######## block 1 ########
### src/rtl/sequenciador_pilha.sv
// Stack-machine operation sequencer: pops one or two operands, runs the ALU,
// and pushes the truncated result back, reporting underflow/overflow/truncation.
module sequenciador_pilha #(
    parameter int DATA_W = 16,
    parameter int ALU_W  = 32
) (
    input  logic              clk,
    input  logic              rst,
    input  logic              op_valid,
    input  logic [2:0]        op_code,
    input  logic              op_unary,
    output logic              op_ready,
    output logic              stk_pop,
    input  logic [DATA_W-1:0] stk_dout,
    input  logic              stk_empty,
    input  logic              stk_full,
    output logic              stk_push,
    output logic [DATA_W-1:0] stk_din,
    output logic [DATA_W-1:0] alu_a,
    output logic [DATA_W-1:0] alu_b,
    output logic [2:0]        alu_op,
    output logic              alu_start,
    input  logic [ALU_W-1:0]  alu_result,
    input  logic              alu_done,
    output logic              done,
    output logic              err_underflow,
    output logic              err_overflow,
    output logic              res_trunc
);

    typedef enum logic [3:0] {
        IDLE, POP_B, WAIT_B, POP_A, WAIT_A, EXEC, WAIT_ALU, PUSH, FIN, ERR
    } state_t;

    state_t            state, state_nxt;
    logic              unary_r, unary_nxt;
    logic [2:0]        op_nxt;
    logic [DATA_W-1:0] a_nxt, b_nxt, din_nxt;
    logic              uf_nxt, of_nxt, tr_nxt;
    logic              ready_nxt, pop_nxt, push_nxt, start_nxt, done_nxt;

    // Any set bit above the stack word width is lost when the result is pushed.
    function automatic logic trunc_flag(input logic [ALU_W-1:0] r);
        return (r >> DATA_W) != '0;
    endfunction

    always_comb begin
        state_nxt = state;
        unary_nxt = unary_r;
        op_nxt    = alu_op;
        a_nxt     = alu_a;
        b_nxt     = alu_b;
        din_nxt   = stk_din;
        uf_nxt    = err_underflow;
        of_nxt    = err_overflow;
        tr_nxt    = res_trunc;
        unique case (state)
            IDLE: begin
                if (op_valid) begin
                    op_nxt    = op_code;
                    unary_nxt = op_unary;
                    uf_nxt    = 1'b0;
                    of_nxt    = 1'b0;
                    tr_nxt    = 1'b0;
                    state_nxt = POP_B;
                end
            end
            POP_B, POP_A: begin
                // The pop strobe was armed on entry only if the stack had a word.
                if (stk_pop) begin
                    state_nxt = (state == POP_B) ? WAIT_B : WAIT_A;
                end else begin
                    uf_nxt    = 1'b1;
                    state_nxt = ERR;
                end
            end
            WAIT_B: begin
                b_nxt = stk_dout;
                if (unary_r) begin
                    a_nxt     = '0;
                    state_nxt = EXEC;
                end else begin
                    state_nxt = POP_A;
                end
            end
            WAIT_A: begin
                a_nxt     = stk_dout;
                state_nxt = EXEC;
            end
            EXEC: state_nxt = WAIT_ALU;
            WAIT_ALU: begin
                if (alu_done) begin
                    din_nxt   = alu_result[DATA_W-1:0];
                    tr_nxt    = trunc_flag(alu_result);
                    state_nxt = PUSH;
                end
            end
            PUSH: begin
                if (stk_push) begin
                    state_nxt = FIN;
                end else begin
                    of_nxt    = 1'b1;
                    state_nxt = ERR;
                end
            end
            FIN, ERR: state_nxt = IDLE;
            default:  state_nxt = IDLE;
        endcase

        // Strobes are decided one cycle ahead so they appear registered in their state.
        ready_nxt = (state_nxt == IDLE);
        pop_nxt   = ((state_nxt == POP_B) || (state_nxt == POP_A)) && !stk_empty;
        push_nxt  = (state_nxt == PUSH) && !stk_full;
        start_nxt = (state_nxt == EXEC);
        done_nxt  = (state_nxt == FIN) || (state_nxt == ERR);
    end

    always_ff @(posedge clk or posedge rst) begin
        if (rst) begin
            state         <= IDLE;
            unary_r       <= 1'b0;
            op_ready      <= 1'b1;
            stk_pop       <= 1'b0;
            stk_push      <= 1'b0;
            alu_start     <= 1'b0;
            done          <= 1'b0;
            alu_op        <= '0;
            alu_a         <= '0;
            alu_b         <= '0;
            stk_din       <= '0;
            err_underflow <= 1'b0;
            err_overflow  <= 1'b0;
            res_trunc     <= 1'b0;
        end else begin
            state         <= state_nxt;
            unary_r       <= unary_nxt;
            op_ready      <= ready_nxt;
            stk_pop       <= pop_nxt;
            stk_push      <= push_nxt;
            alu_start     <= start_nxt;
            done          <= done_nxt;
            alu_op        <= op_nxt;
            alu_a         <= a_nxt;
            alu_b         <= b_nxt;
            stk_din       <= din_nxt;
            err_underflow <= uf_nxt;
            err_overflow  <= of_nxt;
            res_trunc     <= tr_nxt;
        end
    end

endmodule

### config.mk
export PLATFORM = sky130hd
export DESIGN_NAME = sequenciador_pilha
export DESIGN_NICKNAME = d
export VERILOG_FILES = /design/src/rtl/sequenciador_pilha.sv
export SDC_FILE = /design/constraint.sdc
export NUM_CORES = 1
export LEC_CHECK = 0
export ABC_AREA = 1
export ABC_CLOCK_PERIOD_IN_PS = 1950
export CAP_MARGIN = 20
export CORE_AREA = 2 2 85 87
export CTS_BUF_LIST = sky130_fd_sc_hd__clkbuf_8
export CTS_CLUSTER_DIAMETER = 80
export DETAILED_ROUTE_END_ITERATION = 8
export DIE_AREA = 0 0 87 89
export GPL_ROUTABILITY_DRIVEN = 1
export MAX_ROUTING_LAYER = met4
export PLACE_DENSITY = 0.82
export SETUP_SLACK_MARGIN = 0.15
export SLEW_MARGIN = 20
export SYNTH_ARGS = -nofsm -noshare
export SYNTH_HDL_FRONTEND = slang
export SYNTH_SLANG_ARGS = --single-unit
export TNS_END_PERCENT = 30
### constraint.sdc
create_clock -name clk -period 1.95 [get_ports clk]
set_clock_uncertainty 0.05 [all_clocks]
set_input_delay 0.2925 -clock clk [delete_from_list [all_inputs] [get_ports clk]]
set_output_delay 0.2925 -clock clk [all_outputs]
set_load 0.1 [all_outputs]
######## block 2 ########
[config.mk]
export PLATFORM = sky130hd
export DESIGN_NAME = sipo_deserializer
export DESIGN_NICKNAME = d
export VERILOG_FILES = /design/src/rtl/sipo_pkg.sv /design/src/rtl/sipo_out_buf.sv /design/src/rtl/sipo_deserializer.sv
export SDC_FILE = /design/constraint.sdc
export NUM_CORES = 1
export LEC_CHECK = 0
export ABC_AREA = 1
export ABC_CLOCK_PERIOD_IN_PS = 3030
export CORE_UTILIZATION = 54
export CTS_CLUSTER_DIAMETER = 30
export DETAILED_ROUTE_END_ITERATION = 8
export HOLD_SLACK_MARGIN = 0.06
export PLACE_DENSITY = 0.81
export SYNTH_ARGS = -nofsm -noshare
export SYNTH_HDL_FRONTEND = slang
export SYNTH_SLANG_ARGS = --single-unit
[constraint.sdc]
create_clock -name clk -period 3.03 [get_ports clk]
set_input_delay 0.4545 -clock clk [delete_from_list [all_inputs] [get_ports clk]]
set_output_delay 0.4545 -clock clk [all_outputs]
set_load 0.02 [all_outputs]
[src/rtl/sipo_pkg.sv]
// Shared types and helpers for the serial-in/parallel-out deserializer.
// The PARITY_CHECK_EN build uses ST_PAR. The default build never enters it.
package sipo_pkg;

  typedef enum logic [1:0] {
    ST_IDLE  = 2'd0,
    ST_SHIFT = 2'd1,
    ST_PAR   = 2'd2
  } state_e;

  // Ceiling log2. The result is never below 1, so a counter always has at least one bit.
  function automatic int clog2(input int value);
    int res;
    int v;
    res = 0;
    v   = value - 1;
    while (v > 0) begin
      res = res + 1;
      v   = v >>> 1;
    end
    return (res < 1) ? 1 : res;
  endfunction

endpackage

[src/rtl/sipo_out_buf.sv]
// One-word holding buffer with valid/ready output.
// A word that completes while the buffer is full and not being drained is dropped, and an overrun pulse flags it.
module sipo_out_buf
  import sipo_pkg::*;
#(
  parameter int WIDTH = 8
) (
  input  logic             clk,
  input  logic             reset_n,
  input  logic             load_vld,
  input  logic [WIDTH-1:0] load_data,
  input  logic             out_ready,
  output logic [WIDTH-1:0] out_data,
  output logic             out_valid,
  output logic             overrun
);

  logic [WIDTH-1:0] data_d, data_q;
  logic             valid_d, valid_q;
  logic             overrun_d, overrun_q;

  always_comb begin
    data_d    = data_q;
    valid_d   = valid_q;
    overrun_d = 1'b0;
    if (load_vld) begin
      // A same-edge drain frees the slot, so the new word follows with no bubble.
      if (!valid_q || out_ready) begin
        data_d  = load_data;
        valid_d = 1'b1;
      end else begin
        overrun_d = 1'b1;
      end
    end else if (valid_q && out_ready) begin
      valid_d = 1'b0;
    end
  end

  always_ff @(posedge clk or negedge reset_n) begin
    if (!reset_n) begin
      data_q    <= '0;
      valid_q   <= 1'b0;
      overrun_q <= 1'b0;
    end else begin
      data_q    <= data_d;
      valid_q   <= valid_d;
      overrun_q <= overrun_d;
    end
  end

  assign out_data  = data_q;
  assign out_valid = valid_q;
  assign overrun   = overrun_q;

endmodule

[src/rtl/sipo_deserializer.sv]
// Assembles a sync-framed serial stream into WIDTH-bit words and passes them to sipo_out_buf.
// Define PARITY_CHECK_EN to take one trailing even-parity bit per word and raise parity_err on a mismatch.
module sipo_deserializer
  import sipo_pkg::*;
#(
  parameter int WIDTH     = 8,
  parameter bit MSB_FIRST = 1'b1
) (
  input  logic             clk,
  input  logic             reset_n,
  input  logic             sin,
  input  logic             sin_valid,
  input  logic             sync,
  output logic [WIDTH-1:0] out_data,
  output logic             out_valid,
  input  logic             out_ready,
  output logic             overrun,
  output logic             parity_err
);

  localparam int CNT_W = clog2(WIDTH + 1);
  localparam logic [CNT_W-1:0] LAST_IDX = CNT_W'(WIDTH - 1);

  state_e           state_d, state_q;
  logic [CNT_W-1:0] bit_cnt_d, bit_cnt_q;
  logic [WIDTH-1:0] shreg_d, shreg_q;
  logic [WIDTH-1:0] shifted, fresh;
  logic             word_vld;
  logic [WIDTH-1:0] word_data;
`ifdef PARITY_CHECK_EN
  logic             parity_err_d, parity_err_q;
`endif

  always_comb begin
    // In both modes, the first captured bit reaches its final position after WIDTH shifts.
    if (MSB_FIRST) begin
      shifted = {shreg_q[WIDTH-2:0], sin};
      fresh   = {{(WIDTH-1){1'b0}}, sin};
    end else begin
      shifted = {sin, shreg_q[WIDTH-1:1]};
      fresh   = {sin, {(WIDTH-1){1'b0}}};
    end
  end

  always_comb begin
    state_d   = state_q;
    bit_cnt_d = bit_cnt_q;
    shreg_d   = shreg_q;
    word_vld  = 1'b0;
    word_data = shreg_q;
`ifdef PARITY_CHECK_EN
    parity_err_d = 1'b0;
`endif
    if (sin_valid) begin
      if (sync) begin
        // sync always starts a new word and discards any partial one.
        shreg_d   = fresh;
        bit_cnt_d = CNT_W'(1);
        state_d   = ST_SHIFT;
      end else begin
        case (state_q)
          ST_SHIFT: begin
            shreg_d = shifted;
            if (bit_cnt_q == LAST_IDX) begin
`ifdef PARITY_CHECK_EN
              state_d   = ST_PAR;
              bit_cnt_d = CNT_W'(WIDTH);
`else
              state_d   = ST_IDLE;
              bit_cnt_d = '0;
              word_vld  = 1'b1;
              word_data = shifted;
`endif
            end else begin
              bit_cnt_d = bit_cnt_q + CNT_W'(1);
            end
          end
`ifdef PARITY_CHECK_EN
          ST_PAR: begin
            // Even parity: the word bits and the parity bit together hold an even number of ones.
            state_d      = ST_IDLE;
            bit_cnt_d    = '0;
            word_vld     = 1'b1;
            word_data    = shreg_q;
            parity_err_d = ^{shreg_q, sin};
          end
`endif
          default: begin
            state_d   = ST_IDLE;
            bit_cnt_d = '0;
          end
        endcase
      end
    end
  end

  always_ff @(posedge clk or negedge reset_n) begin
    if (!reset_n) begin
      state_q   <= ST_IDLE;
      bit_cnt_q <= '0;
      shreg_q   <= '0;
    end else begin
      state_q   <= state_d;
      bit_cnt_q <= bit_cnt_d;
      shreg_q   <= shreg_d;
    end
  end

`ifdef PARITY_CHECK_EN
  always_ff @(posedge clk or negedge reset_n) begin
    if (!reset_n) begin
      parity_err_q <= 1'b0;
    end else begin
      parity_err_q <= parity_err_d;
    end
  end
  assign parity_err = parity_err_q;
`else
  assign parity_err = 1'b0;
`endif

  sipo_out_buf #(
    .WIDTH(WIDTH)
  ) u_out_buf (
    .clk      (clk),
    .reset_n  (reset_n),
    .load_vld (word_vld),
    .load_data(word_data),
    .out_ready(out_ready),
    .out_data (out_data),
    .out_valid(out_valid),
    .overrun  (overrun)
  );

endmodule

Fig. 1: block 1, register map, names as in the netlist
Drawn at 3 px/um. Other sequential cells in the stronger gray, the rest of the logic in the fainter gray.
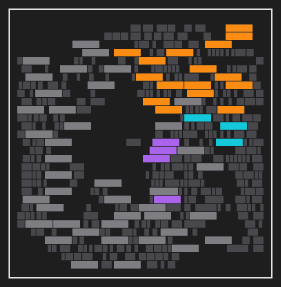
Key: orange = stk_din [flops 16]; cyan = alu_op [flops 3]; purple = state [flops 4, where middle]
Another 41 sequential cells are not colored.
flop share of the area: 41.4%
combined flip-flop and latch cell area: 0.00160 mm^2

==> out/summary.rpt, block 1 <==
==========================================================================
Result of the run                                             complete, no violations
Top-area cell share                                                  60.9%
CTS sink cnt                                                            64
Worst slew pin tran                                                 336 ps
Fraction of layout cells with a size suffix above 1                  23.5%
Adder and majority gate portion of the synthesized area                 0%
Count of vias placed by the detailed router                           2310
Met1 global-route usage                                              20.9%
Slowest library cell on the worst path                        sky130_fd_sc_hd__dfrtp_1
Number of buffers inserted by port buffering                           116
Total Routing Usage GR                                               17.7%
Post-route worst hold slack                                         345 ps
Antenna cells                                                            0
Insertion delay at the late pin of the worst-skew pair              330 ps
Net count of the finished layout                                       457
Synth Area in Simple Gates                                           24.0%
DRT antenna net count                                                    0
Total die size                                                0.00774 mm^2
GRT Max-Usage Layer                                                   met2
Routed wirelength normalized by instance count                     13.6 um
Relative slew slack                                                  77.6%
Quantity of hold-fixing buffers added after cts                          0
Maximum root-to-sink buffer count                                        2
Main logic family after synthesis                             simple AND/OR/NAND/NOR gates
Buffers plus inverters on the worst setup path                           1
Post-placement setup slack                                          282 ps
Share of the final layout cell area in multi-input gates             20.8%
Yosys stat cell total                                                  278
Met3 WL                                                             484 um
Via density per instance                                              4.77
Slowest Stage Delay on Critical Path                                450 ps
Gate count of the mapped netlist                                       278
Final Cell Area                                               0.00387 mm^2
RSZ-0062 raised after global routing                                 false
Antenna violations before repair                                         0
Half-perimeter wire length of the detailed placement result        4820 um
==========================================================================
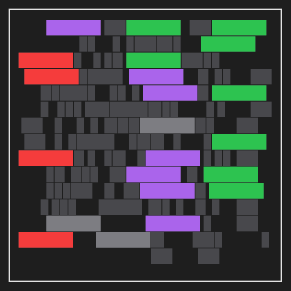
Fig. 2. Register map, names as in the netlist (block 2).
Drawn at 6 px/um. Other sequential cells in the stronger gray, the rest of the logic in the fainter gray.
Key: purple = shreg_q [flops 7]; green = u_out_buf.out_data [flops 8]; red = bit_cnt_q [flops 4]
post-layout utilization of the core: 68.8%
combined flip-flop and latch cell area: 551 um^2

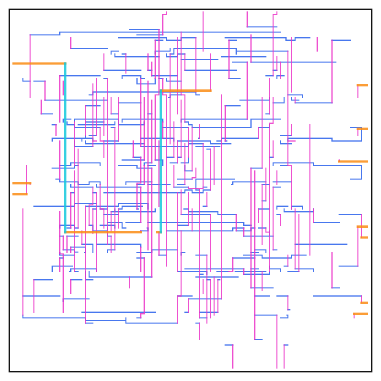
Fig. 3. Wiring by layer (block 2).
Drawn at 8 px/um.
Key: orange = met3 [wire length 35.9 um]; cyan = met4 [wire length 38.8 um]; magenta = met2 [wire length 836 um]; blue = met1 [wire length 717 um]
routed wirelength normalized by instance count: 10.8 um
Total Routing Usage GR: 19.4%
count of vias placed by the detailed router: 727
Routed WL: 1630 um

==> out/summary.rpt, block 2 <==
====================================================================================
Result of the run                                                       complete, no violations
H-tree level count                                                                 1
Share of the final layout cell area in multi-input gates                       32.0%
Tcrit/Tclk final                                                               57.1%
Total die size                                                          0.00203 mm^2
Signal buf overhead                                                            12.6%
PostCTS Resize Cnt                                                                 0
Register share after synthesis                                                 54.9%
WP data arrival                                                              1280 ps
XOR/XNOR Fraction of Synth Area                                                   0%
Via density per instance                                                        4.85
Adder and majority gate portion of the synthesized area                        1.25%
Met1 global-route usage                                                        21.7%
Kind of critical path                                                   flip-flop to output port
Number of warning messages in the yosys log                                        0
Worst Hold Path EP                                                      u_out_buf.out_data[5]
Post-synth area hogs                                                    sky130_fd_sc_hd__dfrtp_1, sky130_fd_sc_hd__nand2_1, sky130_fd_sc_hd__nand3_1, sky130_fd_sc_hd__inv_1, sky130_fd_sc_hd__nand3_4
Non-clock inverter total of the final layout                                      14
Share of flip-flops with an asynchronous set or reset after synthesis           100%
====================================================================================


==> gallery <==
Routing congestion map.
Plate I
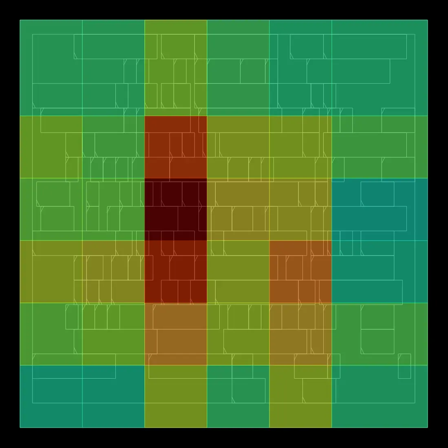
Plate II
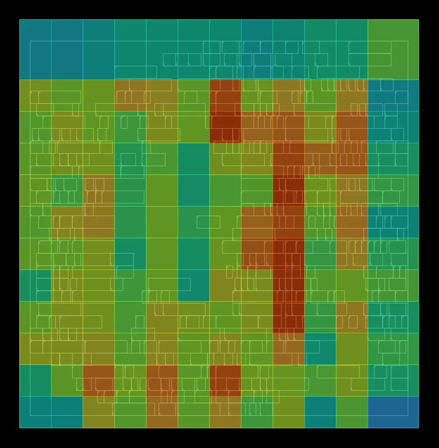
The one with the highest utilization is Plate I.
The one with the most wire per cell is Plate II.
For block 1, see Plate II.
For block 2, see Plate I.

